# ---- block 1 ----
$ cat config.mk
export PLATFORM = sky130hd
export DESIGN_NAME = cp0_timer_regs
export DESIGN_NICKNAME = d
export VERILOG_FILES = /design/src/rtl/cp0_timer_regs.sv
export SDC_FILE = /design/constraint.sdc
export NUM_CORES = 1
export LEC_CHECK = 0
export CAP_MARGIN = 0
export CORE_ASPECT_RATIO = 0.75
export CORE_UTILIZATION = 60
export DETAILED_ROUTE_END_ITERATION = 6
export DONT_BUFFER_PORTS = 1
export PLACE_DENSITY = 0.76
export SLEW_MARGIN = 20
export SYNTH_ARGS = -nofsm -noshare
export SYNTH_HDL_FRONTEND = slang
export SYNTH_SLANG_ARGS = --single-unit
$ cat constraint.sdc
create_clock -name clk -period 4.8 [get_ports clk]
set_clock_uncertainty 0.2 [all_clocks]
set_input_delay 0.48 -clock clk [delete_from_list [all_inputs] [get_ports clk]]
set_output_delay 0.48 -clock clk [all_outputs]
set_load 0.03 [all_outputs]
$ cat src/rtl/cp0_timer_regs.sv
// cp0_timer_regs
//   CP0 register block: BadVAddr, Count (with prescaler), Compare, Status,
//   Cause and EPC. Accepts MTC0 writes from write-back, serves combinational
//   MFC0 reads to execute, commits exceptions/ERET and raises int_req.
//
// Parameters
//   HW_INT_NUM : hardware interrupt lines (1..6), mapped onto IP2 upward
//   COUNT_DIV  : Count advances once every COUNT_DIV clocks (1..16)
//
// Ports
//   clk, rst_n                       clock, async active-low reset
//   mtc0_we/addr/wdata               MTC0 write port
//   mfc0_addr / mfc0_rdata           MFC0 read port (combinational)
//   exc_valid/code/bd/pc             exception commit
//   exc_badva_we / exc_badva         BadVAddr update with the commit
//   eret                             ERET commit
//   hw_int                           level-sensitive hardware interrupts
//   epc_out, status_exl, timer_int   register views for the pipeline
//   int_req                          pending enabled interrupt
module cp0_timer_regs #(
  parameter int HW_INT_NUM = 6,
  parameter int COUNT_DIV  = 2
) (
  input  logic                  clk,
  input  logic                  rst_n,
  input  logic                  mtc0_we,
  input  logic [4:0]            mtc0_addr,
  input  logic [31:0]           mtc0_wdata,
  input  logic [4:0]            mfc0_addr,
  output logic [31:0]           mfc0_rdata,
  input  logic                  exc_valid,
  input  logic [4:0]            exc_code,
  input  logic                  exc_bd,
  input  logic [31:0]           exc_pc,
  input  logic                  exc_badva_we,
  input  logic [31:0]           exc_badva,
  input  logic                  eret,
  input  logic [HW_INT_NUM-1:0] hw_int,
  output logic [31:0]           epc_out,
  output logic                  status_exl,
  output logic                  timer_int,
  output logic                  int_req
);

  localparam logic [4:0] ADDR_BADVA   = 5'd8;
  localparam logic [4:0] ADDR_COUNT   = 5'd9;
  localparam logic [4:0] ADDR_COMPARE = 5'd11;
  localparam logic [4:0] ADDR_STATUS  = 5'd12;
  localparam logic [4:0] ADDR_CAUSE   = 5'd13;
  localparam logic [4:0] ADDR_EPC     = 5'd14;

  localparam logic [3:0] PRESC_MAX = 4'(COUNT_DIV - 1);

  logic [31:0]           badva_q;
  logic [31:0]           count_q;
  logic [3:0]            presc_q;
  logic [31:0]           compare_q;
  logic [7:0]            im_q;
  logic                  exl_q;
  logic                  ie_q;
  logic                  bd_q;
  logic                  ti_q;
  logic [1:0]            ip_sw_q;
  logic [4:0]            exccode_q;
  logic [31:0]           epc_q;
  logic [HW_INT_NUM-1:0] hw_q;

  // An exception commit flushes the instruction carrying the MTC0.
  logic wr;
  assign wr = mtc0_we & ~exc_valid;

  logic wr_count, wr_compare, wr_status, wr_cause, wr_epc;
  assign wr_count   = wr && (mtc0_addr == ADDR_COUNT);
  assign wr_compare = wr && (mtc0_addr == ADDR_COMPARE);
  assign wr_status  = wr && (mtc0_addr == ADDR_STATUS);
  assign wr_cause   = wr && (mtc0_addr == ADDR_CAUSE);
  assign wr_epc     = wr && (mtc0_addr == ADDR_EPC);

  // Zero-extend the registered lines to six so unused IP bits read 0.
  logic [5:0] hw_pad;
  logic [7:0] ip;
  assign hw_pad = 6'(hw_q);
  assign ip     = {hw_pad[5] | ti_q, hw_pad[4:0], ip_sw_q};

  // NOTE: sequential state uses non-blocking assignments so every register
  // samples pre-edge values, which is what makes same-cycle read-old work.
  // NOTE: every register here is a discrete flop with a reset value; there is
  // no memory array, so the whole block returns to a known state on rst_n.
  always_ff @(posedge clk or negedge rst_n) begin
    if (!rst_n) begin
      badva_q   <= '0;
      count_q   <= '0;
      presc_q   <= '0;
      compare_q <= '0;
      im_q      <= '0;
      exl_q     <= 1'b0;
      ie_q      <= 1'b0;
      bd_q      <= 1'b0;
      ti_q      <= 1'b0;
      ip_sw_q   <= '0;
      exccode_q <= '0;
      epc_q     <= '0;
      hw_q      <= '0;
    end else begin
      hw_q <= hw_int;

      if (wr_count) begin
        count_q <= mtc0_wdata;
        presc_q <= '0;
      end else if (presc_q == PRESC_MAX) begin
        count_q <= count_q + 32'd1;
        presc_q <= '0;
      end else begin
        presc_q <= presc_q + 4'd1;
      end

      if (wr_compare) compare_q <= mtc0_wdata;

      // Compare write clears TI and wins over a coincident match.
      if (wr_compare)                  ti_q <= 1'b0;
      else if (count_q == compare_q)   ti_q <= 1'b1;

      if (wr_status) begin
        im_q <= mtc0_wdata[15:8];
        ie_q <= mtc0_wdata[0];
      end

      if (exc_valid)      exl_q <= 1'b1;
      else if (eret)      exl_q <= 1'b0;
      else if (wr_status) exl_q <= mtc0_wdata[1];

      if (wr_cause) ip_sw_q <= mtc0_wdata[9:8];

      if (exc_valid) begin
        exccode_q <= exc_code;
        // A nested exception keeps the original return point.
        if (!exl_q) begin
          epc_q <= exc_bd ? (exc_pc - 32'd4) : exc_pc;
          bd_q  <= exc_bd;
        end
        if (exc_badva_we) badva_q <= exc_badva;
      end else if (wr_epc) begin
        epc_q <= mtc0_wdata;
      end
    end
  end

  logic [31:0] status_val, cause_val;
  assign status_val = {9'b0, 1'b1, 6'b0, im_q, 6'b0, exl_q, ie_q};
  assign cause_val  = {bd_q, ti_q, 14'b0, ip, 1'b0, exccode_q, 2'b0};

  // NOTE: a default ahead of the case keeps this purely combinational; a
  // missing assignment on any path would infer a latch.
  always_comb begin
    mfc0_rdata = '0;
    case (mfc0_addr)
      ADDR_BADVA:   mfc0_rdata = badva_q;
      ADDR_COUNT:   mfc0_rdata = count_q;
      ADDR_COMPARE: mfc0_rdata = compare_q;
      ADDR_STATUS:  mfc0_rdata = status_val;
      ADDR_CAUSE:   mfc0_rdata = cause_val;
      ADDR_EPC:     mfc0_rdata = epc_q;
      default:      mfc0_rdata = '0;
    endcase
  end

  assign epc_out    = epc_q;
  assign status_exl = exl_q;
  assign timer_int  = ti_q;
  assign int_req    = ie_q & ~exl_q & (|(ip & im_q));

endmodule

==> block_1/m2.png <==
(3 px per um)
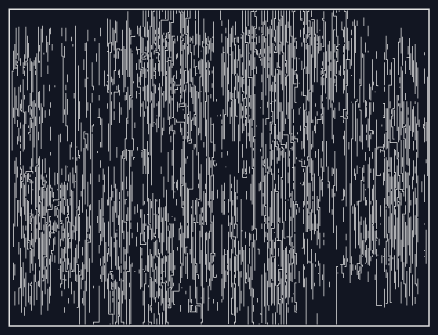
The layer holds 43% of the routed length. The layer carries 12100 um of wire. 876 nets have wire on it. The wires run mostly vertical. The longest straight run is 49.0 um.
via count: 7337
final WL: 27.8 mm
met2 Use GR: 56.9%

==> block_1/port_trees.png <==
(2 px per um)
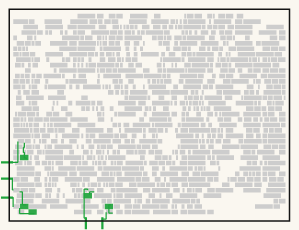
Key: exc_code = green [direction input, end cells 5, buffers 5, wire 89.9 um]
Port Buffer Count: 0
io pins: 191

==> metrics.yaml <==
status: "complete, no violations"
cp_cell_sequence: "nand2b_1, nor3_2, buf_4, nand2_1, nand3_1, a221o_1"
initCoreUtil_pct: 61.8
ff_type: "dfrtp_1"
stdcell_count: 1081
cts_num_sinks: 157
cts_made_buffers: 17
path_buffers: 1
leakagePower_nw: 4.17
finish.utilization_pct: 74.0
regArea_sq_um: 3930
vias_per_cell: 6.79
antenna_cells: 0
period_needed_ns: 3.21
drv_slew: 0
worstSetupEndpointType: "output port"
dieArea_sq_um: 14700
ant_nets: 0
flops: 157
grt_use_met3_pct: 16.9
synthArstFlopShare_pct: 100
stdcell_area_sq_um: 10200
wl_per_cell_um: 25.7
drtPass1Iterations: 6
pg_comb_mw: 0.741
worst-path-max-fanout: 21
==> block_1/pinout.png <==
(3 px per um) Pins as bars across the die edge, other pins in gray.
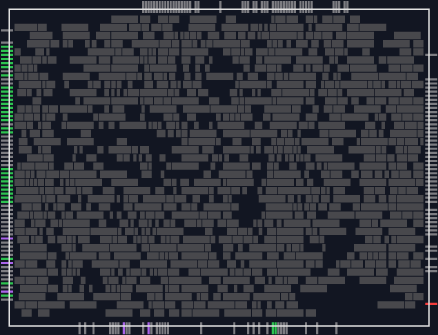
Key: rst_n = red [pins 1, direction input, edge right]; exc_code = purple [pins 5, direction input, edge 3 left, 2 bottom]; exc_pc = green [pins 32, direction input, edge 30 left, 2 bottom]
All pins by edge: 65 left, 48 top, 45 right, 33 bottom.

cell families after synthesis:
logic type | Yosys count | share of synthesized area (%)
mux | 88 | 11.5
flops | 157 | 46.2
fa+ha+maj | 4 | 0.589
compound gates | 174 | 13.1
xor+xnor | 92 | 9.48
simple gates | 251 | 16.3
buf+inv | 59 | 2.77
metal layers:
metal,vias up,routed length (um)
li1,3146,-
met1,3603,11100
met3,84,3720
met5,-,0
met2,504,12100
met4,0,896

# ---- block 2 ----
==> block_2/layers.png <==
(1 px per um) Two of the layers only.
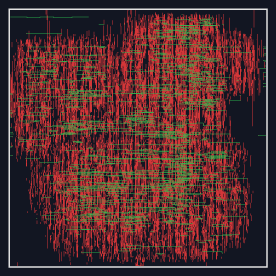
==> block_2/pinout.png <==
(2 px per um) Pins as bars across the die edge, other pins in gray.
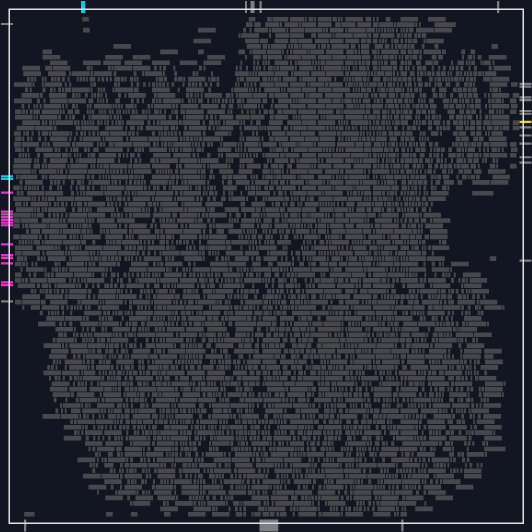
**src/rtl/fir_sym_serial.sv**
```systemverilog
// Symmetric odd-length FIR filter built around one time-shared pre-adder,
// multiplier and accumulator. Each accepted sample takes H = (TAPS+1)/2 MAC
// cycles, then one OUT cycle in which the rounded, saturated result is presented.
//
// Ports
//   clk        system clock
//   rst        asynchronous reset, active-low
//   f_s        sample strobe, asynchronous to clk; a rising edge means a new sample
//   din        signed input sample, captured in the strobe cycle
//   coef_we    coefficient write enable (honoured only while idle)
//   coef_addr  coefficient index k (0..H-1); H-1 is the centre tap
//   coef_wdata signed coefficient value
//   coef_rdy   high while idle (coefficient writes are accepted)
//   ovr_clr    clears the sticky overrun flag
//   dout       signed filtered output, held between updates
//   dout_valid one-cycle pulse when dout updates
//   busy       high while a sample is being processed
//   overrun    sticky: a strobe arrived while not idle
module fir_sym_serial #(
    parameter int unsigned DW        = 12,
    parameter int unsigned CW        = 12,
    parameter int unsigned TAPS      = 31,
    parameter int unsigned OUT_SHIFT = 11,
    parameter int unsigned ACC_W     = 29
) (
    input  logic                               clk,
    input  logic                               rst,
    input  logic                               f_s,
    input  logic [DW-1:0]                      din,
    input  logic                               coef_we,
    input  logic [$clog2((TAPS+1)/2)-1:0]      coef_addr,
    input  logic [CW-1:0]                      coef_wdata,
    output logic                               coef_rdy,
    input  logic                               ovr_clr,
    output logic [DW-1:0]                      dout,
    output logic                               dout_valid,
    output logic                               busy,
    output logic                               overrun
);

    localparam int unsigned H  = (TAPS + 1) / 2;
    localparam int unsigned AW = $clog2(H);
    localparam int unsigned IW = $clog2(TAPS);
    localparam int unsigned PW = DW + 1;
    localparam int unsigned MW = PW + CW;
    localparam int unsigned SW = ACC_W + 1;

    localparam logic [AW-1:0]        K_LAST  = AW'(H - 1);
    localparam logic signed [SW-1:0] RND_ONE = SW'(1) << (OUT_SHIFT - 1);
    localparam logic signed [SW-1:0] SAT_MAX = SW'((1 << (DW - 1)) - 1);
    localparam logic signed [SW-1:0] SAT_MIN = ~SAT_MAX;

    typedef enum logic [1:0] {
        S_IDLE = 2'd0,
        S_MAC  = 2'd1,
        S_OUT  = 2'd2
    } state_t;

    state_t state_q, state_d;

    logic                     pl0_q, pl1_q;
    logic                     strobe;
    logic                     start;
    logic                     mac_last;

    logic signed [DW-1:0]     x_q [TAPS];
    logic signed [CW-1:0]     c_q [H];
    logic signed [ACC_W-1:0]  acc_q;
    logic [AW-1:0]            k_q;

    logic [IW-1:0]            lo_idx, hi_idx;
    logic signed [PW-1:0]     lo_ext, hi_ext, pre_sum;
    logic signed [CW-1:0]     cur_coef;
    logic signed [MW-1:0]     prod;
    logic signed [ACC_W-1:0]  acc_sum;
    logic signed [SW-1:0]     rnd, shifted;
    logic signed [DW-1:0]     sat;
    logic                     addr_ok;

    // Two-flop edge detector on the sample strobe
    always_ff @(posedge clk or negedge rst) begin
        if (!rst) begin
            pl0_q <= 1'b0;
            pl1_q <= 1'b0;
        end else begin
            pl0_q <= f_s;
            pl1_q <= pl0_q;
        end
    end

    assign strobe = pl0_q & ~pl1_q;

    // State register
    always_ff @(posedge clk or negedge rst) begin
        if (!rst) begin
            state_q <= S_IDLE;
        end else begin
            state_q <= state_d;
        end
    end

    // Next-state logic
    always_comb begin
        state_d  = state_q;
        start    = 1'b0;
        mac_last = 1'b0;
        case (state_q)
            S_IDLE: begin
                if (strobe) begin
                    state_d = S_MAC;
                    start   = 1'b1;
                end
            end
            S_MAC: begin
                if (k_q == K_LAST) begin
                    state_d  = S_OUT;
                    mac_last = 1'b1;
                end
            end
            S_OUT: begin
                state_d = S_IDLE;
            end
            default: begin
                state_d = S_IDLE;
            end
        endcase
    end

    assign coef_rdy = (state_q == S_IDLE);
    assign busy     = (state_q != S_IDLE);

    // Pre-adder folds the mirrored taps; the centre tap has no partner
    always_comb begin
        lo_idx   = IW'(k_q);
        hi_idx   = IW'(TAPS - 1) - IW'(k_q);
        lo_ext   = PW'(x_q[lo_idx]);
        hi_ext   = PW'(x_q[hi_idx]);
        pre_sum  = (k_q == K_LAST) ? lo_ext : (lo_ext + hi_ext);
        cur_coef = c_q[k_q];
        prod     = MW'(pre_sum) * MW'(cur_coef);
        acc_sum  = acc_q + ACC_W'(prod);
    end

    // Round half up, arithmetic shift, saturate; fed from the final MAC sum
    always_comb begin
        rnd     = SW'(acc_sum) + RND_ONE;
        shifted = rnd >>> OUT_SHIFT;
        if (shifted > SAT_MAX) begin
            sat = DW'(SAT_MAX);
        end else if (shifted < SAT_MIN) begin
            sat = DW'(SAT_MIN);
        end else begin
            sat = DW'(shifted);
        end
    end

    // Delay line, accumulator and tap counter
    always_ff @(posedge clk or negedge rst) begin
        if (!rst) begin
            for (int i = 0; i < TAPS; i++) begin
                x_q[i] <= '0;
            end
            acc_q <= '0;
            k_q   <= '0;
        end else if (start) begin
            x_q[0] <= $signed(din);
            for (int i = 1; i < TAPS; i++) begin
                x_q[i] <= x_q[i-1];
            end
            acc_q <= '0;
            k_q   <= '0;
        end else if (state_q == S_MAC) begin
            acc_q <= acc_sum;
            k_q   <= k_q + AW'(1);
        end
    end

    // Output register: loaded on the last MAC so it is visible during OUT
    always_ff @(posedge clk or negedge rst) begin
        if (!rst) begin
            dout       <= '0;
            dout_valid <= 1'b0;
        end else begin
            dout_valid <= mac_last;
            if (mac_last) begin
                dout <= sat;
            end
        end
    end

    // Coefficient bank; writes only while idle and in range
    assign addr_ok = ({1'b0, coef_addr} < (AW + 1)'(H));

    always_ff @(posedge clk or negedge rst) begin
        if (!rst) begin
            for (int i = 0; i < H; i++) begin
                c_q[i] <= '0;
            end
        end else if (coef_we && coef_rdy && addr_ok) begin
            c_q[coef_addr] <= $signed(coef_wdata);
        end
    end

    // Sticky overrun; a new overrun wins over a simultaneous clear
    always_ff @(posedge clk or negedge rst) begin
        if (!rst) begin
            overrun <= 1'b0;
        end else if (strobe && (state_q != S_IDLE)) begin
            overrun <= 1'b1;
        end else if (ovr_clr) begin
            overrun <= 1'b0;
        end
    end

endmodule

```
**config.mk**
```make
export PLATFORM = sky130hd
export DESIGN_NAME = fir_sym_serial
export DESIGN_NICKNAME = d
export VERILOG_FILES = /design/src/rtl/fir_sym_serial.sv
export SDC_FILE = /design/constraint.sdc
export NUM_CORES = 2
export LEC_CHECK = 0
export ABC_AREA = 1
export CORE_UTILIZATION = 58
export CTS_CLUSTER_SIZE = 25
export DETAILED_ROUTE_END_ITERATION = 6
export PLACE_DENSITY = 0.85
export SLEW_MARGIN = 5
export SYNTH_ARGS = -nofsm -noshare
export SYNTH_HDL_FRONTEND = slang
export SYNTH_SLANG_ARGS = --single-unit
```
**constraint.sdc**
```tcl
create_clock -name clk -period 9 [get_ports clk]
set_input_delay 0.9 -clock clk [delete_from_list [all_inputs] [get_ports clk]]
set_output_delay 0.9 -clock clk [all_outputs]
set_load 0.01 [all_outputs]
```
==> metrics.yaml <==
io_pins: 49
grt_use_met2_pct: 52.9
fin_ws_ns: -0.663
grt_pass1_vias: 33719
cap_violations: 0
path_common_cell: "nand2_1"
violations: "DRC, setup timing"
setup_viol: 12
reg2reg_to: "dout[5]$_DFFE_PN0P_"
initCoreUtil_pct: 59.1
grt_pass1_wl_mm: 175
grt_use_met3_pct: 6.08
synthToLayoutAreaGrowth_pct: 20.6
max_slew_margin_pct: 23.4
worst-path-max-fanout: 7
fin_crit_sh_pct: 107
clkCellAreaFrac_pct: 5.33
drc: 5
status: "complete, but fails checks"
fp_nets: 5056
fmax_mhz: 103
tns_ns: -7.00
rsz0062_at_grt: "yes"
fin_nets: 5283
fp.dieH_um: 256
xor_share_pct: 0.608
top_cells_by_area: "dfrtp_1 (41%), nand2_1 (13%), o21ai_0 (11%)"
## Picture notes: block_2/layers.png
Key: M3 = green [wire length 11000 um]; M2 = red [wire length 52.7 mm]
via count: 35029
final WL: 113 mm
wire per inst: 19.3 um
gr usage total: 32.9%

## Picture notes: block_2/pinout.png
Key: coef_wdata = magenta [pins 12, direction input, edge left]; dout_valid = yellow [pins 1, direction output, edge right]; coef_addr = cyan [pins 4, direction input, edge 2 top, 2 left]

## critical path, delay by kind of cell, from the launching register on
family	cells	cell delay, ns
AND-OR/OR-AND	8	1.11
adder cells (fa/ha/maj)	9	3.88
buffers and inverters	12	1.52
flip-flops	1	0.50
AND/OR/NAND/NOR	26	2.51
## flip-flops by register name (all words and copies together) (netlist names)
| name | cells |
|---|---|
| x_q | 372 |
| c_q | 192 |
| acc_q | 29 |
| dout | 12 |
| k_q | 4 |
| state_q | 2 |
| dout_valid | 1 |
| overrun | 1 |
| pl0_q | 1 |
| pl1_q | 1 |

# ---- block 3 ----
==> block_3/port_trees.png <==
(2 px per um)
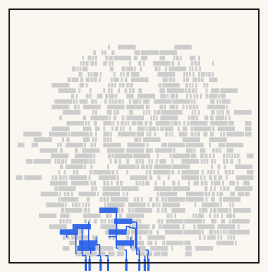
==> block_3/pinout.png <==
(4 px per um) Pins as bars across the die edge, other pins in gray.
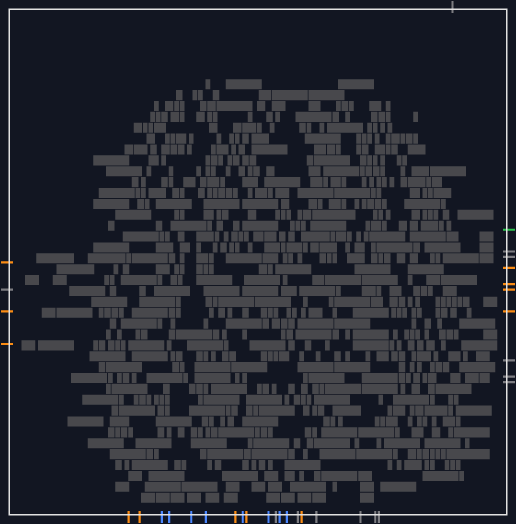
==> block_3/m2.png <==
(4 px per um)
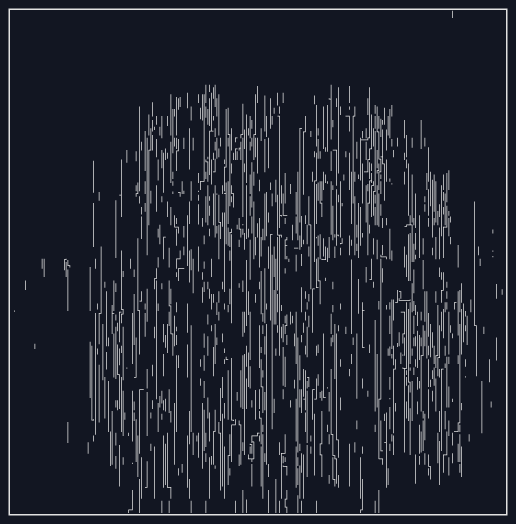
[src/rtl/n64_poll_decoder.sv]
// n64_poll_decoder
// Host side of the N64 controller single-wire link. Periodically sends the
// poll command, receives the 32-bit reply and maps it onto the 12-bit button
// vector used by the NES/SNES serializers, plus the raw stick bytes.
//
// state   | meaning
// --------+------------------------------------------------------------
// IDLE    | line released, waiting for the poll timer to wrap
// TX      | sending 0x01 MSB first, then the host stop bit
// RX_WAIT | waiting for the next reply falling edge (bounded by timeout)
// RX_BIT  | 2 us after the falling edge: sample and shift one reply bit
// UPDATE  | full 32-bit reply held: register outputs, pulse frame_valid
// ERROR   | reply timed out: release buttons, pulse frame_err

module n64_poll_decoder #(
    parameter int CYCLES_PER_US  = 12,
    parameter int POLL_PERIOD_US = 16000,
    parameter int RX_TIMEOUT_US  = 100,
    parameter int STICK_THRESH   = 48
) (
    input  logic        clk,
    input  logic        reset,
    input  logic        n64_in,
    output logic        n64_drive_low,
    output logic [11:0] buttons_out,
    output logic [7:0]  stick_x,
    output logic [7:0]  stick_y,
    output logic        frame_valid,
    output logic        frame_err
);

    localparam int POLL_CYCLES = CYCLES_PER_US * POLL_PERIOD_US;
    localparam int POLL_W      = $clog2(POLL_CYCLES);
    localparam int US_W        = $clog2(CYCLES_PER_US * 8) + 1;
    localparam int TO_CYCLES   = CYCLES_PER_US * RX_TIMEOUT_US;
    localparam int TO_W        = $clog2(TO_CYCLES + 1);

    localparam logic [POLL_W-1:0] POLL_LAST = POLL_W'(POLL_CYCLES - 1);
    localparam logic [US_W-1:0]   BIT_LAST  = US_W'(4 * CYCLES_PER_US - 1);
    localparam logic [US_W-1:0]   LOW_1US   = US_W'(CYCLES_PER_US);
    localparam logic [US_W-1:0]   LOW_3US   = US_W'(3 * CYCLES_PER_US);
    localparam logic [US_W-1:0]   STOP_LAST = US_W'(CYCLES_PER_US - 1);
    localparam logic [US_W-1:0]   SAMPLE_AT = US_W'(2 * CYCLES_PER_US - 1);
    localparam logic [TO_W-1:0]   TO_LAST   = TO_W'(TO_CYCLES - 1);
    localparam logic [7:0]        POLL_CMD  = 8'h01;

    localparam logic signed [7:0] THR_POS = 8'(STICK_THRESH);
    localparam logic signed [7:0] THR_NEG = -THR_POS;

    typedef enum logic [2:0] {
        IDLE,
        TX,
        RX_WAIT,
        RX_BIT,
        UPDATE,
        ERROR
    } state_t;

    state_t             state;
    logic               sync_meta;
    logic               sync_cur;
    logic               sync_prev;
    logic               line_fall;
    logic [POLL_W-1:0]  poll_cnt;
    logic               poll_wrap;
    logic [US_W-1:0]    us_cnt;
    logic [TO_W-1:0]    to_cnt;
    logic [3:0]         tx_bit;
    logic [US_W-1:0]    tx_low_len;
    logic [4:0]         bit_cnt;
    logic [31:0]        shift_reg;
    logic [11:0]        btn_next;
    logic signed [7:0]  axis_x;
    logic signed [7:0]  axis_y;
    logic               unused_reply_bits;

    // Two-flop synchronizer plus one history flop for falling-edge detection.
    // Reset to the idle-high level so no edge is seen right after reset.
    always_ff @(posedge clk or posedge reset) begin
        if (reset) begin
            sync_meta <= 1'b1;
            sync_cur  <= 1'b1;
            sync_prev <= 1'b1;
        end else begin
            sync_meta <= n64_in;
            sync_cur  <= sync_meta;
            sync_prev <= sync_cur;
        end
    end

    assign line_fall = sync_prev & ~sync_cur;

    // Free-running poll timer; it never pauses, so the poll rate is exact.
    always_ff @(posedge clk or posedge reset) begin
        if (reset) begin
            poll_cnt <= '0;
        end else if (poll_wrap) begin
            poll_cnt <= '0;
        end else begin
            poll_cnt <= poll_cnt + POLL_W'(1);
        end
    end

    assign poll_wrap  = (poll_cnt == POLL_LAST);
    assign tx_low_len = POLL_CMD[3'd7 - tx_bit[2:0]] ? LOW_1US : LOW_3US;

    // Reply decode: raw d-pad OR'd with signed stick threshold compares.
    always_comb begin
        axis_x      = shift_reg[15:8];
        axis_y      = shift_reg[7:0];
        btn_next    = '0;
        btn_next[0] = shift_reg[27] | (axis_y >= THR_POS);
        btn_next[1] = shift_reg[26] | (axis_y <= THR_NEG);
        btn_next[2] = shift_reg[25] | (axis_x <= THR_NEG);
        btn_next[3] = shift_reg[24] | (axis_x >= THR_POS);
        btn_next[4] = shift_reg[28];
        btn_next[5] = shift_reg[29];
        btn_next[6] = shift_reg[31];
        btn_next[7] = shift_reg[30];
        btn_next[8] = shift_reg[18];
        btn_next[9] = shift_reg[17];
        btn_next[10] = shift_reg[21];
        btn_next[11] = shift_reg[20];
    end

    // Reserved bits, Z-less C-up and C-right carry no serializer button.
    assign unused_reply_bits = ^{shift_reg[23:22], shift_reg[19], shift_reg[16]};

    // Protocol FSM with registered line drive and outputs.
    always_ff @(posedge clk or posedge reset) begin
        if (reset) begin
            state         <= IDLE;
            n64_drive_low <= 1'b0;
            buttons_out   <= '0;
            stick_x       <= '0;
            stick_y       <= '0;
            frame_valid   <= 1'b0;
            frame_err     <= 1'b0;
            us_cnt        <= '0;
            to_cnt        <= '0;
            tx_bit        <= '0;
            bit_cnt       <= '0;
            shift_reg     <= '0;
        end else begin
            frame_valid <= 1'b0;
            frame_err   <= 1'b0;
            case (state)
                IDLE: begin
                    n64_drive_low <= 1'b0;
                    if (poll_wrap) begin
                        state         <= TX;
                        tx_bit        <= '0;
                        us_cnt        <= '0;
                        n64_drive_low <= 1'b1;
                    end
                end
                TX: begin
                    if (tx_bit == 4'd8) begin
                        if (us_cnt == STOP_LAST) begin
                            n64_drive_low <= 1'b0;
                            state         <= RX_WAIT;
                            to_cnt        <= '0;
                            bit_cnt       <= '0;
                        end else begin
                            us_cnt <= us_cnt + US_W'(1);
                        end
                    end else if (us_cnt == BIT_LAST) begin
                        us_cnt        <= '0;
                        tx_bit        <= tx_bit + 4'd1;
                        n64_drive_low <= 1'b1;
                    end else begin
                        us_cnt        <= us_cnt + US_W'(1);
                        n64_drive_low <= ((us_cnt + US_W'(1)) < tx_low_len);
                    end
                end
                RX_WAIT: begin
                    // The timeout is measured from the last detected edge.
                    if (line_fall) begin
                        state  <= RX_BIT;
                        us_cnt <= '0;
                        to_cnt <= '0;
                    end else if (to_cnt == TO_LAST) begin
                        state <= ERROR;
                    end else begin
                        to_cnt <= to_cnt + TO_W'(1);
                    end
                end
                RX_BIT: begin
                    to_cnt <= to_cnt + TO_W'(1);
                    if (us_cnt == SAMPLE_AT) begin
                        shift_reg <= {shift_reg[30:0], sync_cur};
                        bit_cnt   <= bit_cnt + 5'd1;
                        state     <= (bit_cnt == 5'd31) ? UPDATE : RX_WAIT;
                    end else begin
                        us_cnt <= us_cnt + US_W'(1);
                    end
                end
                UPDATE: begin
                    buttons_out <= btn_next;
                    stick_x     <= shift_reg[15:8];
                    stick_y     <= shift_reg[7:0];
                    frame_valid <= 1'b1;
                    state       <= IDLE;
                end
                ERROR: begin
                    buttons_out   <= '0;
                    frame_err     <= 1'b1;
                    n64_drive_low <= 1'b0;
                    state         <= IDLE;
                end
                default: begin
                    n64_drive_low <= 1'b0;
                    state         <= IDLE;
                end
            endcase
        end
    end

endmodule

[config.mk]
export PLATFORM = sky130hd
export DESIGN_NAME = n64_poll_decoder
export DESIGN_NICKNAME = d
export VERILOG_FILES = /design/src/rtl/n64_poll_decoder.sv
export SDC_FILE = /design/constraint.sdc
export NUM_CORES = 1
export LEC_CHECK = 0
export ABC_AREA = 1
export CORE_AREA = 2 2 122 124
export DETAILED_ROUTE_END_ITERATION = 10
export DIE_AREA = 0 0 124 126
export PLACE_DENSITY = 0.68
export SETUP_SLACK_MARGIN = 0.3
export SLEW_MARGIN = 15
export SYNTH_ARGS = -nofsm -noshare
export SYNTH_HDL_FRONTEND = slang
export SYNTH_SLANG_ARGS = --single-unit
[constraint.sdc]
create_clock -name clk -period 3.8 [get_ports clk]
set_input_delay 0.95 -clock clk [delete_from_list [all_inputs] [get_ports clk]]
set_output_delay 0.95 -clock clk [all_outputs]
set_load 0.01 [all_outputs]
==> metrics.yaml <==
grt_use_met3_pct: 4.26
worst_path_max_delay_cell: "nand3_2"
synthCells: 679
finish.utilization_pct: 47.1
r2r-start: "state[2]$_DFFE_PP0P_"
cts_tree: "done"
synthArstFlopShare_pct: 100
dp.cells: 885
worstSetupEndpointType: "register"
n_fill_cell: 1371
internal_power_mw: 2.21
synth_seq_share_pct: 50.9
warnings: 27
stdcell_count: 917
drtPass1Iterations: 4
cts_num_sinks: 115
wl_per_cell_um: 12.7
status: "complete, no violations"
stdcell_area_sq_um: 6740
grt-busiest-layer: "met2"
ys_sh_mux_pct: 0.177
cap_violations: 0
sequentialPower_mw: 1.23
edf_count: 0
leakagePower_nw: 3.10
synthTopLogicFamily: "simple AND/OR/NAND/NOR gates"
rrSetupSlack_ns: 1.38
top_layer: "met4"
period_needed_ns: 2.42
synth_area_per_cell_sq_um: 8.33
Notes on block_3/port_trees.png above:
Key: stick_y = blue [direction output, end cells 8, buffers 8, wire 175 um]

Notes on block_3/pinout.png above:
Key: stick_y = blue [pins 8, direction output, edge bottom]; n64_drive_low = green [pins 1, direction output, edge right]; buttons_out = orange [pins 12, direction output, edge 5 bottom, 4 right, 3 left]
All pins by edge: 19 bottom, 10 right, 4 left, 1 top.
die height: 126 um
Die W: 124 um
Port Buffer Count: 33

Notes on block_3/m2.png above:
The layer holds 47% of the routed length. The wires run mostly vertical.

## critical path, delay by kind of cell, from the launching register on
kind	cells	cell delay, ns
buffers and inverters	1	0.15
and+or+nand+nor	7	1.70
AOI/OAI and AO/OA	1	0.07
DFF	1	0.42
## area by class of cell
type                    instances  area share (%)
flip-flops and latches        115            42.8
multi-input cells             464            35.1
clock buffers                  22            6.74
repair buffers                 37            5.53
inverters                      85            4.84
well taps                     184            3.42
clock inverters                10            1.61

# ---- block 4 ----
==> block_4/layers.png <==
(4 px per um) Two of the layers only.
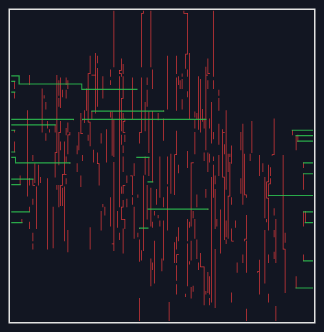
==> block_4/port_trees.png <==
(4 px per um)
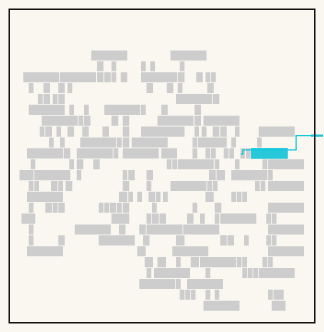
==> config.mk <==
export PLATFORM = sky130hd
export DESIGN_NAME = serial_sub_ctrl
export DESIGN_NICKNAME = d
export VERILOG_FILES = /design/src/rtl/serial_sub_ctrl.sv
export SDC_FILE = /design/constraint.sdc
export NUM_CORES = 1
export LEC_CHECK = 0
export ABC_AREA = 1
export CAP_MARGIN = 0
export CORE_AREA = 2 2 74 76
export CTS_BUF_LIST = sky130_fd_sc_hd__clkbuf_2
export DETAILED_ROUTE_END_ITERATION = 6
export DIE_AREA = 0 0 76 78
export DONT_BUFFER_PORTS = 1
export HOLD_SLACK_MARGIN = 0.03
export PLACE_DENSITY = 0.51
export SKIP_LAST_GASP = 1
export SYNTH_ARGS = -nofsm -noshare
export SYNTH_HDL_FRONTEND = slang
export SYNTH_SLANG_ARGS = --single-unit
==> constraint.sdc <==
create_clock -name clk -period 3.5 [get_ports clk]
set_input_delay 0.35 -clock clk [delete_from_list [all_inputs] [get_ports clk]]
set_output_delay 0.35 -clock clk [all_outputs]
set_load 0.03 [all_outputs]
==> src/rtl/serial_sub_ctrl.sv <==
// Bit-serial subtractor controller: computes a - b - bin one bit per clock, LSB first.
// Optional signed overflow output is enabled by defining SERIAL_SUB_OVF_EN.
module serial_sub_ctrl #(
    parameter int WIDTH = 8
) (
    input  logic             clk,
    input  logic             rst,
    input  logic             start,
    input  logic [WIDTH-1:0] a,
    input  logic [WIDTH-1:0] b,
    input  logic             bin,
    output logic             busy,
    output logic             done,
    output logic [WIDTH-1:0] diff,
    output logic             bout
`ifdef SERIAL_SUB_OVF_EN
    ,
    output logic             ovf
`endif
);

    localparam int CW = $clog2(WIDTH + 1);
    localparam logic [CW-1:0] LAST = CW'(WIDTH - 1);

    typedef enum logic [1:0] {IDLE, RUN, DONE} state_t;

    state_t           state;
    logic [WIDTH-1:0] a_sh;
    logic [WIDTH-1:0] b_sh;
    logic [WIDTH-2:0] res_sh;
    logic             brw;
    logic [CW-1:0]    cnt;
    logic             d_bit;
    logic             b_bit;

    function automatic logic sub_diff(input logic x, input logic y, input logic z);
        return x ^ y ^ z;
    endfunction

    function automatic logic sub_borrow(input logic x, input logic y, input logic z);
        return (~x & y) | (~x & z) | (y & z);
    endfunction

    always_comb begin
        d_bit = sub_diff(a_sh[0], b_sh[0], brw);
        b_bit = sub_borrow(a_sh[0], b_sh[0], brw);
    end

    always_ff @(posedge clk or posedge rst) begin
        if (rst) begin
            state  <= IDLE;
            busy   <= 1'b0;
            done   <= 1'b0;
            diff   <= '0;
            bout   <= 1'b0;
`ifdef SERIAL_SUB_OVF_EN
            ovf    <= 1'b0;
`endif
            a_sh   <= '0;
            b_sh   <= '0;
            res_sh <= '0;
            brw    <= 1'b0;
            cnt    <= '0;
        end else begin
            case (state)
                IDLE: begin
                    if (start) begin
                        a_sh   <= a;
                        b_sh   <= b;
                        brw    <= bin;
                        res_sh <= '0;
                        cnt    <= '0;
                        busy   <= 1'b1;
                        state  <= RUN;
                    end
                end
                RUN: begin
                    // Result bits enter at the top so the LSB ends up at bit 0.
                    a_sh   <= a_sh >> 1;
                    b_sh   <= b_sh >> 1;
                    res_sh <= (res_sh >> 1) | ((WIDTH-1)'(d_bit) << (WIDTH - 2));
                    brw    <= b_bit;
                    cnt    <= cnt + CW'(1);
                    if (cnt == LAST) begin
                        // brw is the borrow into the MSB stage at this point.
                        diff  <= {d_bit, res_sh};
                        bout  <= b_bit;
`ifdef SERIAL_SUB_OVF_EN
                        ovf   <= brw ^ b_bit;
`endif
                        busy  <= 1'b0;
                        done  <= 1'b1;
                        state <= DONE;
                    end
                end
                DONE: begin
                    done  <= 1'b0;
                    state <= IDLE;
                end
                default: begin
                    busy  <= 1'b0;
                    done  <= 1'b0;
                    state <= IDLE;
                end
            endcase
        end
    end

endmodule

==> metrics.yaml <==
swShare_pct: 43.1
final_cell_mix: "nand2_1 (77), nand3_1 (41), dfrtp_1 (41)"
ys_warn_count: 0
drc: 0
root_buffer: "clkbuf_2"
combinationalPowerShare_pct: 29.9
r2r-start: "state[0]$_DFFE_PP0P_"
placed_area_sq_um: 1800
drtPass1Iterations: 4
status: "complete, no violations"
worst-path-max-fanout: 22
top_power_group: "registers"
top_cells_by_area: "dfrtp_1 (58%), nand2_1 (16%), nand3_1 (12%)"
power_density_nw_per_um2: 910
dp_slack_ns: 1.64
clk_pin_slew_ns: 0.21
ff_type: "dfrtp_1"
## Picture notes: block_4/layers.png
Key: M3 = green [wire length 202 um]; M2 = red [wire length 1520 um]

## Picture notes: block_4/port_trees.png
Key: bout = cyan [direction output, end cells 1, buffers 0, wire 22.5 um]
io pins: 31
Port Buffer Count: 0

[worst min path at each step]
stage,start,end,slack (ns),depth (start not counted)
after floorplan,res_sh[1]$_DFFE_PP0P_,diff[1]$_DFFE_PP0P_,0.44,2
after global routing,b[4],b_sh[4]$_DFFE_PP0P_,0.03,2
after CTS,a[6],a_sh[6]$_DFFE_PP0P_,0.04,2
final,b[4],b_sh[4]$_DFFE_PP0P_,0.06,2
after global placement,rst,diff[1]$_DFFE_PP0P_,0.41,2
after detailed placement,rst,diff[1]$_DFFE_PP0P_,0.41,2

# ---- block 5 ----
**src/rtl/delay_code_ctrl_pkg.sv**
```systemverilog
// Shared types and default constants for the delay-code controller.
//   state_e      : controller FSM states
//   cal_phase_e  : where a slew sits relative to calibration (none/before sweep/after sweep)
//   DELAY_WIDTH_DEF, SETTLE_CYCLES_DEF : default parameter values
//   SETTLE_CNT_W : settle counter width, wide enough for any legal SettleCycles (1..255)
package delay_code_ctrl_pkg;

  localparam int unsigned DELAY_WIDTH_DEF   = 4;
  localparam int unsigned SETTLE_CYCLES_DEF = 8;
  localparam int unsigned SETTLE_CNT_W      = 8;

  typedef enum logic [2:0] {
    ST_IDLE,
    ST_SLEW,
    ST_SETTLE,
    ST_CAL_SETTLE,
    ST_CAL_SAMPLE,
    ST_CAL_END
  } state_e;

  typedef enum logic [1:0] {
    PH_NONE,
    PH_PRE,
    PH_POST
  } cal_phase_e;

endpackage

```
**src/rtl/delay_settle_cnt.sv**
```systemverilog
// Settle down-counter shared by the manual and calibration settle windows.
//   clk_i, rst_ni : clock, asynchronous active-low reset
//   load_i        : load count_i (takes priority over counting)
//   count_i       : value loaded on load_i
//   zero_o        : counter is at zero; the counter holds at zero
module delay_settle_cnt
  import delay_code_ctrl_pkg::*;
(
  input  logic                    clk_i,
  input  logic                    rst_ni,
  input  logic                    load_i,
  input  logic [SETTLE_CNT_W-1:0] count_i,
  output logic                    zero_o
);

  logic [SETTLE_CNT_W-1:0] cnt_q, cnt_d;

  always_comb begin
    cnt_d = cnt_q;
    if (load_i) begin
      cnt_d = count_i;
    end else if (cnt_q != '0) begin
      cnt_d = cnt_q - SETTLE_CNT_W'(1);
    end
  end

  always_ff @(posedge clk_i or negedge rst_ni) begin
    if (!rst_ni) begin
      cnt_q <= '0;
    end else begin
      cnt_q <= cnt_d;
    end
  end

  assign zero_o = (cnt_q == '0);

endmodule

```
**src/rtl/delay_code_ctrl.sv**
```systemverilog
// Delay-line tap code controller: slews delay_o one LSB at a time toward a
// manual target or a calibrated mid-window code, settling after every step.
//   clk_i, rst_ni            : clock, asynchronous active-low reset
//   cfg_valid_i/cfg_code_i   : manual target offer; cfg_ready_o accepts it in IDLE
//   cal_start_i              : calibration request (IDLE only, wins over cfg)
//   sample_ok_i              : capture-path pass/fail probe used during the sweep
//   delay_o, enable_o        : delay line code and enable (both flop outputs)
//   busy_o                   : not IDLE
//   cal_done_o, cal_fail_o   : calibration end pulse, sticky no-pass flag
//
// state         | meaning
// --------------+-------------------------------------------------------------
// ST_IDLE       | waiting for a cfg handshake or a calibration request
// ST_SLEW       | step delay_o one LSB toward target, or arrive if already there
// ST_SETTLE     | hold the new code until the settle counter reaches zero
// ST_CAL_SETTLE | sweep: hold the current code for SettleCycles cycles
// ST_CAL_SAMPLE | sweep: sample sample_ok_i, then advance or end the sweep
// ST_CAL_END    | pick the mid-window code (or the saved code) and slew there
module delay_code_ctrl
  import delay_code_ctrl_pkg::*;
#(
  parameter int unsigned DelayWidth   = DELAY_WIDTH_DEF,
  parameter int unsigned SettleCycles = SETTLE_CYCLES_DEF
) (
  input  logic                  clk_i,
  input  logic                  rst_ni,
  input  logic                  cfg_valid_i,
  input  logic [DelayWidth-1:0] cfg_code_i,
  output logic                  cfg_ready_o,
  input  logic                  cal_start_i,
  input  logic                  sample_ok_i,
  output logic [DelayWidth-1:0] delay_o,
  output logic                  enable_o,
  output logic                  busy_o,
  output logic                  cal_done_o,
  output logic                  cal_fail_o
);

  localparam logic [DelayWidth-1:0]   TopCode    = '1;
  localparam logic [DelayWidth-1:0]   OneCode    = {{(DelayWidth-1){1'b0}}, 1'b1};
  localparam logic [SETTLE_CNT_W-1:0] SettleLoad = SETTLE_CNT_W'(SettleCycles - 1);

  state_e                state_q;
  cal_phase_e            phase_q;
  logic [DelayWidth-1:0] delay_q, target_q, saved_q, first_q, last_q;
  logic                  found_q, enable_q, cal_done_q, cal_fail_q;

  logic                  cnt_load, cnt_zero;
  logic                  at_target, idle_rdy, arrive_pre, sweep_end;
  logic [DelayWidth:0]   mid_sum;

  assign at_target  = (delay_q == target_q);
  assign idle_rdy   = (state_q == ST_IDLE) && enable_q;
  assign arrive_pre = (phase_q == PH_PRE);
  // The window is open exactly while found_q is set, since the first fail
  // after a pass ends the sweep.
  assign sweep_end  = (delay_q == TopCode) || (!sample_ok_i && found_q);
  assign mid_sum    = {1'b0, first_q} + {1'b0, last_q};

  always_comb begin
    cnt_load = 1'b0;
    unique case (state_q)
      ST_SLEW:       cnt_load = !at_target || arrive_pre;
      ST_SETTLE:     cnt_load = cnt_zero && at_target && arrive_pre;
      ST_CAL_SAMPLE: cnt_load = !sweep_end;
      default:       cnt_load = 1'b0;
    endcase
  end

  delay_settle_cnt u_settle_cnt (
    .clk_i   (clk_i),
    .rst_ni  (rst_ni),
    .load_i  (cnt_load),
    .count_i (SettleLoad),
    .zero_o  (cnt_zero)
  );

  always_ff @(posedge clk_i or negedge rst_ni) begin
    if (!rst_ni) begin
      state_q    <= ST_IDLE;
      phase_q    <= PH_NONE;
      delay_q    <= '0;
      target_q   <= '0;
      saved_q    <= '0;
      first_q    <= '0;
      last_q     <= '0;
      found_q    <= 1'b0;
      enable_q   <= 1'b0;
      cal_done_q <= 1'b0;
      cal_fail_q <= 1'b0;
    end else begin
      enable_q   <= 1'b1;
      cal_done_q <= 1'b0;
      unique case (state_q)
        ST_IDLE: begin
          if (idle_rdy && cal_start_i) begin
            saved_q    <= delay_q;
            target_q   <= '0;
            phase_q    <= PH_PRE;
            found_q    <= 1'b0;
            cal_fail_q <= 1'b0;
            state_q    <= ST_SLEW;
          end else if (idle_rdy && cfg_valid_i) begin
            target_q <= cfg_code_i;
            state_q  <= ST_SLEW;
          end
        end
        ST_SLEW: begin
          if (!at_target) begin
            delay_q <= (delay_q < target_q) ? delay_q + OneCode : delay_q - OneCode;
            state_q <= ST_SETTLE;
          end else begin
            state_q <= arrive_pre ? ST_CAL_SETTLE : ST_IDLE;
            if (phase_q == PH_POST) cal_done_q <= 1'b1;
            if (!arrive_pre) phase_q <= PH_NONE;
          end
        end
        ST_SETTLE: begin
          if (cnt_zero) begin
            if (!at_target) begin
              state_q <= ST_SLEW;
            end else begin
              state_q <= arrive_pre ? ST_CAL_SETTLE : ST_IDLE;
              if (phase_q == PH_POST) cal_done_q <= 1'b1;
              if (!arrive_pre) phase_q <= PH_NONE;
            end
          end
        end
        ST_CAL_SETTLE: begin
          if (cnt_zero) state_q <= ST_CAL_SAMPLE;
        end
        ST_CAL_SAMPLE: begin
          if (sample_ok_i) begin
            if (!found_q) first_q <= delay_q;
            found_q <= 1'b1;
            last_q  <= delay_q;
          end
          if (sweep_end) begin
            state_q <= ST_CAL_END;
          end else begin
            delay_q <= delay_q + OneCode;
            state_q <= ST_CAL_SETTLE;
          end
        end
        ST_CAL_END: begin
          phase_q <= PH_POST;
          state_q <= ST_SLEW;
          if (found_q) begin
            target_q <= mid_sum[DelayWidth:1];
          end else begin
            target_q   <= saved_q;
            cal_fail_q <= 1'b1;
          end
        end
        default: state_q <= ST_IDLE;
      endcase
    end
  end

  assign delay_o     = delay_q;
  assign enable_o    = enable_q;
  assign busy_o      = (state_q != ST_IDLE);
  assign cal_done_o  = cal_done_q;
  assign cal_fail_o  = cal_fail_q;
  // Calibration wins over a simultaneous cfg offer, so ready drops with cal_start_i.
  assign cfg_ready_o = idle_rdy && !cal_start_i;

endmodule
```
**config.mk**
```make
export PLATFORM = sky130hd
export DESIGN_NAME = delay_code_ctrl
export DESIGN_NICKNAME = d
export VERILOG_FILES = /design/src/rtl/delay_code_ctrl_pkg.sv /design/src/rtl/delay_settle_cnt.sv /design/src/rtl/delay_code_ctrl.sv
export SDC_FILE = /design/constraint.sdc
export NUM_CORES = 1
export LEC_CHECK = 0
export CORE_UTILIZATION = 57
export DETAILED_ROUTE_END_ITERATION = 12
export GPL_ROUTABILITY_DRIVEN = 0
export GPL_TIMING_DRIVEN = 0
export PLACE_DENSITY = 0.89
export SYNTH_ARGS = -nofsm -noshare
export SYNTH_HDL_FRONTEND = slang
export SYNTH_SLANG_ARGS = --single-unit
```
**constraint.sdc**
```tcl
create_clock -name clk_i -period 3 [get_ports clk_i]
set_input_delay 0.75 -clock clk_i [delete_from_list [all_inputs] [get_ports clk_i]]
set_output_delay 0.75 -clock clk_i [all_outputs]
set_load 0.02 [all_outputs]
```
==> block_5/placed.png <==
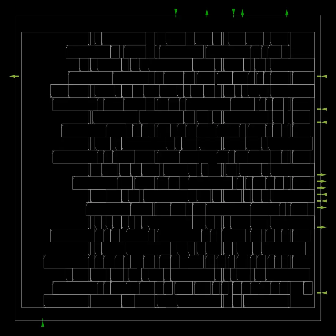
num tapcells: 46
flop count: 37

==> metrics.yaml <==
buffers_excl_clock: 26
combinationalPowerShare_pct: 48.5
drive_above_1_share_pct: 9.84
cts_max_path_buffers: 2
tightest_slew_ns: 0.822
hold_depth: 2
post_cts_buffers: 0
core.rowCount: 21
netlist.area_leader.share_pct: 43.1
placed_area_sq_um: 2370
status: "complete, no violations"
stdcell_area_sq_um: 2460
setup.worst_path.class: "register to output port"
place_hpwl_mm: 3.23
cp_cell_sequence: "clkbuf_1, nor3_2, nand2_1, nor2_1, clkdlybuf4s50_1"
## timing repair
action,4_1_cts,5_1_grt
gates resized,0,1
endpoints found under the setup margin,0,1
hold buffers,0,0
## registers in the layout (all words and copies together) (netlist names), 2 cells and up
name                cells
phase_q                 2
u_settle_cnt.cnt_q      8
target_q                4
first_q                 4
last_q                  4
saved_q                 4
state_q                 3
delay_o                 4
## cells by family after synthesis
group	share of synthesized area [%]
multiplexers	6.12
flip-flops	43.1
AND-OR/OR-AND	14.2
other	0.175
adder cells (fa/ha/maj)	7.34
XOR/XNOR	4.08
AND/OR/NAND/NOR	20.5
buffers and inverters	4.43

# ---- block 6 ----
==> block_6/port_trees.png <==
(4 px per um)
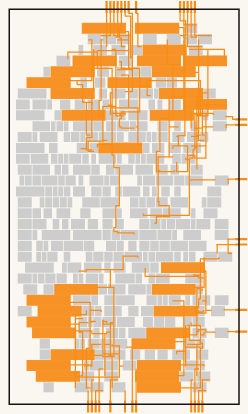
==> block_6/placed.png <==
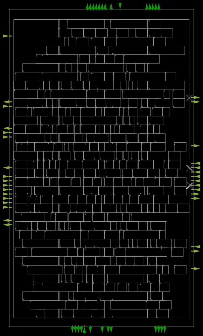
==> block_6/layers.png <==
(4 px per um) Two of the layers only.
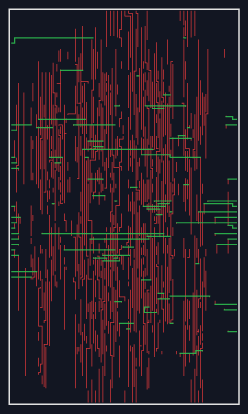
## src/rtl/adc_fault_supervisor.sv

```systemverilog
// Multi-channel ADC fault supervisor: qualifies slow comparator trips with consecutive-sample
// counters, arms on the first valid sample and reports a registered fault with its cause.
module adc_fault_supervisor #(
    parameter int N_CHANNELS    = 4,
    parameter int COUNTER_WIDTH = 8,
    parameter int CH_IDX_WIDTH  = (N_CHANNELS > 1) ? $clog2(N_CHANNELS) : 1
) (
    input  logic                                clock,
    input  logic                                reset,
    input  logic                                data_in_valid,
    input  logic [N_CHANNELS-1:0]               trip_fast,
    input  logic [N_CHANNELS-1:0]               trip_slow,
    input  logic [COUNTER_WIDTH-1:0]            slow_threshold,
    input  logic                                sticky_mode,
    input  logic                                disable_fault,
    input  logic                                clear_fault,
    output logic                                fault,
    output logic [CH_IDX_WIDTH-1:0]             fault_channel,
    output logic                                fault_type,
    output logic                                armed,
    output logic [N_CHANNELS*COUNTER_WIDTH-1:0] slow_count
);

    typedef enum logic [1:0] {
        DISARMED = 2'd0,
        ARMED    = 2'd1,
        FAULTED  = 2'd2
    } state_t;

    localparam logic [COUNTER_WIDTH:0]   ONE_WIDE = 1;
    localparam logic [COUNTER_WIDTH-1:0] ONE      = 1;

    state_t                   state;
    state_t                   state_next;
    logic [COUNTER_WIDTH-1:0] count [N_CHANNELS];
    logic [COUNTER_WIDTH:0]   thr;
    logic [N_CHANNELS-1:0]    slow_hit;
    logic                     cond;
    logic                     halt;
    logic                     fault_next;
    logic                     capture;
    logic                     wipe;
    logic [CH_IDX_WIDTH:0]    cause;

    function automatic logic [COUNTER_WIDTH-1:0] sat_inc(input logic [COUNTER_WIDTH-1:0] value);
        sat_inc = (value == '1) ? value : value + ONE;
    endfunction

    // Returns {type, channel}: any fast trip beats any slow hit, lowest index wins within a type.
    function automatic logic [CH_IDX_WIDTH:0] pick_cause(input logic [N_CHANNELS-1:0] fast,
                                                         input logic [N_CHANNELS-1:0] slow);
        logic found;
        pick_cause = '0;
        found      = 1'b0;
        for (int i = 0; i < N_CHANNELS; i++) begin
            if (!found && fast[i]) begin
                pick_cause = {1'b0, CH_IDX_WIDTH'(i)};
                found      = 1'b1;
            end
        end
        for (int i = 0; i < N_CHANNELS; i++) begin
            if (!found && slow[i]) begin
                pick_cause = {1'b1, CH_IDX_WIDTH'(i)};
                found      = 1'b1;
            end
        end
    endfunction

    assign halt = !reset || disable_fault;

    // Compare in one extra bit so a saturated counter plus one cannot wrap below the threshold.
    always_comb begin
        thr = (slow_threshold == '0) ? ONE_WIDE : {1'b0, slow_threshold};
        for (int i = 0; i < N_CHANNELS; i++) begin
            slow_hit[i] = data_in_valid & trip_slow[i] & (({1'b0, count[i]} + ONE_WIDE) >= thr);
        end
        cond  = (|trip_fast) | (|slow_hit);
        cause = pick_cause(trip_fast, slow_hit);
    end

    always_ff @(posedge clock) begin
        if (halt) begin
            state <= DISARMED;
        end else begin
            state <= state_next;
        end
    end

    always_comb begin
        state_next = state;
        case (state)
            DISARMED: if (data_in_valid) state_next = ARMED;
            ARMED:    if (sticky_mode && cond) state_next = FAULTED;
            FAULTED:  if (!sticky_mode || (clear_fault && !cond)) state_next = ARMED;
            default:  state_next = DISARMED;
        endcase
    end

    always_comb begin
        fault_next = 1'b0;
        capture    = 1'b0;
        wipe       = 1'b0;
        case (state)
            ARMED: begin
                fault_next = cond;
                capture    = cond;
            end
            FAULTED: begin
                if (!sticky_mode) begin
                    fault_next = cond;
                    capture    = cond;
                end else if (clear_fault && !cond) begin
                    wipe = 1'b1;
                end else begin
                    fault_next = 1'b1;
                end
            end
            default: ;
        endcase
    end

    always_ff @(posedge clock) begin
        if (halt) begin
            fault         <= 1'b0;
            fault_type    <= 1'b0;
            fault_channel <= '0;
            armed         <= 1'b0;
        end else begin
            fault <= fault_next;
            armed <= (state_next != DISARMED);
            if (wipe) begin
                fault_type    <= 1'b0;
                fault_channel <= '0;
            end else if (capture) begin
                fault_type    <= cause[CH_IDX_WIDTH];
                fault_channel <= cause[CH_IDX_WIDTH-1:0];
            end
        end
    end

    // Counters only run once armed; a valid sample without a slow trip breaks the run.
    always_ff @(posedge clock) begin
        for (int i = 0; i < N_CHANNELS; i++) begin
            if (halt || wipe) begin
                count[i] <= '0;
            end else if (state != DISARMED && data_in_valid) begin
                count[i] <= trip_slow[i] ? sat_inc(count[i]) : '0;
            end
        end
    end

    always_comb begin
        for (int i = 0; i < N_CHANNELS; i++) begin
            slow_count[i*COUNTER_WIDTH +: COUNTER_WIDTH] = count[i];
        end
    end

endmodule

```

## config.mk

```make
export PLATFORM = sky130hd
export DESIGN_NAME = adc_fault_supervisor
export DESIGN_NICKNAME = d
export VERILOG_FILES = /design/src/rtl/adc_fault_supervisor.sv
export SDC_FILE = /design/constraint.sdc
export NUM_CORES = 1
export LEC_CHECK = 0
export ABC_CLOCK_PERIOD_IN_PS = 9600
export CAP_MARGIN = 20
export CORE_ASPECT_RATIO = 1.75
export CORE_UTILIZATION = 56
export CTS_CLUSTER_SIZE = 30
export DETAILED_ROUTE_END_ITERATION = 7
export PLACE_DENSITY = 0.95
export SLEW_MARGIN = 20
export SYNTH_ARGS = -nofsm -noshare
export SYNTH_HDL_FRONTEND = slang
export SYNTH_SLANG_ARGS = --single-unit
export TNS_END_PERCENT = 5
```

## constraint.sdc

```tcl
create_clock -name clock -period 9.6 [get_ports clock]
set_input_delay 2.4 -clock clock [delete_from_list [all_inputs] [get_ports clock]]
set_output_delay 2.4 -clock clock [all_outputs]
set_load 0.005 [all_outputs]
```

==> metrics.yaml <==
cts_resized: 0
power_density_nw_per_um2: 109
syn_area_sq_um: 2970
compound_area_share_pct: 13.3
synth_stat.cells: 308
io_pins: 59
grt_use_met2_pct: 47.2
max_slew_margin_pct: 48.6
fmax_mhz: 150
hp-class: "register to register"
synthCells: 308
drt-total-wl_mm: 7.23
fin_ws_ns: 2.95
status: "complete, but fails checks"
cts_max_path_buffers: 2
crit_path_start: "slow_threshold[5]"
violations: "DRC"
skew_ns: 0.00499
top_layer: "met4"
dp_slack_ns: 2.73
rsz0062_at_grt: "no"
drv_slew: 0
drc: 6
crit_required_ns: 9.57
core.rowCount: 34
## Picture notes: block_6/port_trees.png
Key: slow_count = orange [direction output, end cells 32, buffers 32, wire 1320 um]

## Picture notes: block_6/placed.png
Core ar.: 5020 sq um
flop count: 39

## Picture notes: block_6/layers.png
Key: M2 = red [wire length 3870 um]; M3 = green [wire length 375 um]

flip-flops by register name, indices dropped and copies added (netlist names):
name and flops:
count 32, state 2, fault_channel 2, armed 1, fault_type 1, fault 1
worst max-delay path, delay by kind of cell:
family / cells / cell delay [ns]
buffers and inverters: 2 / 0.95
adder cells (fa/ha/maj): 1 / 0.25
AND-OR/OR-AND: 6 / 1.76
AND/OR/NAND/NOR: 4 / 1.25
final cells by class:
cell class	count	share of cell area [%]
Multi-Input combinational cell	250	48.5
Inverter	11	1.12
Timing Repair Buffer	59	15.9
Sequential cell	39	29.9
Clock buffer	8	2.71
Tap cell	54	1.83


==> layout pictures side by side <==
Signal wires by layer.
panel A
(2 px per um) Two of the layers only.
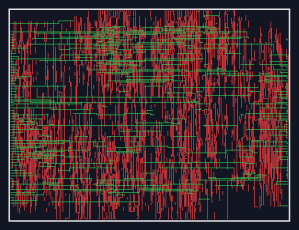
panel B
(4 px per um) Two of the layers only.
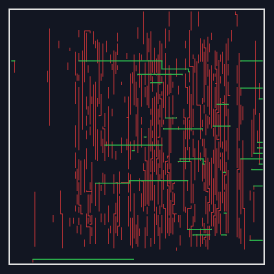
panel C
(2 px per um) Two of the layers only.
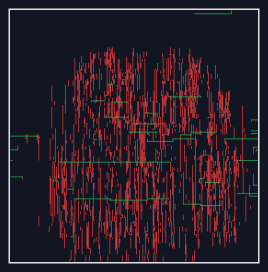
The one with the smallest die is panel B.
block 3: panel C
block 5: panel B
block 1: panel A

Key to panel A:
Key: M3 = green [wire length 3720 um]; M2 = red [wire length 12100 um]

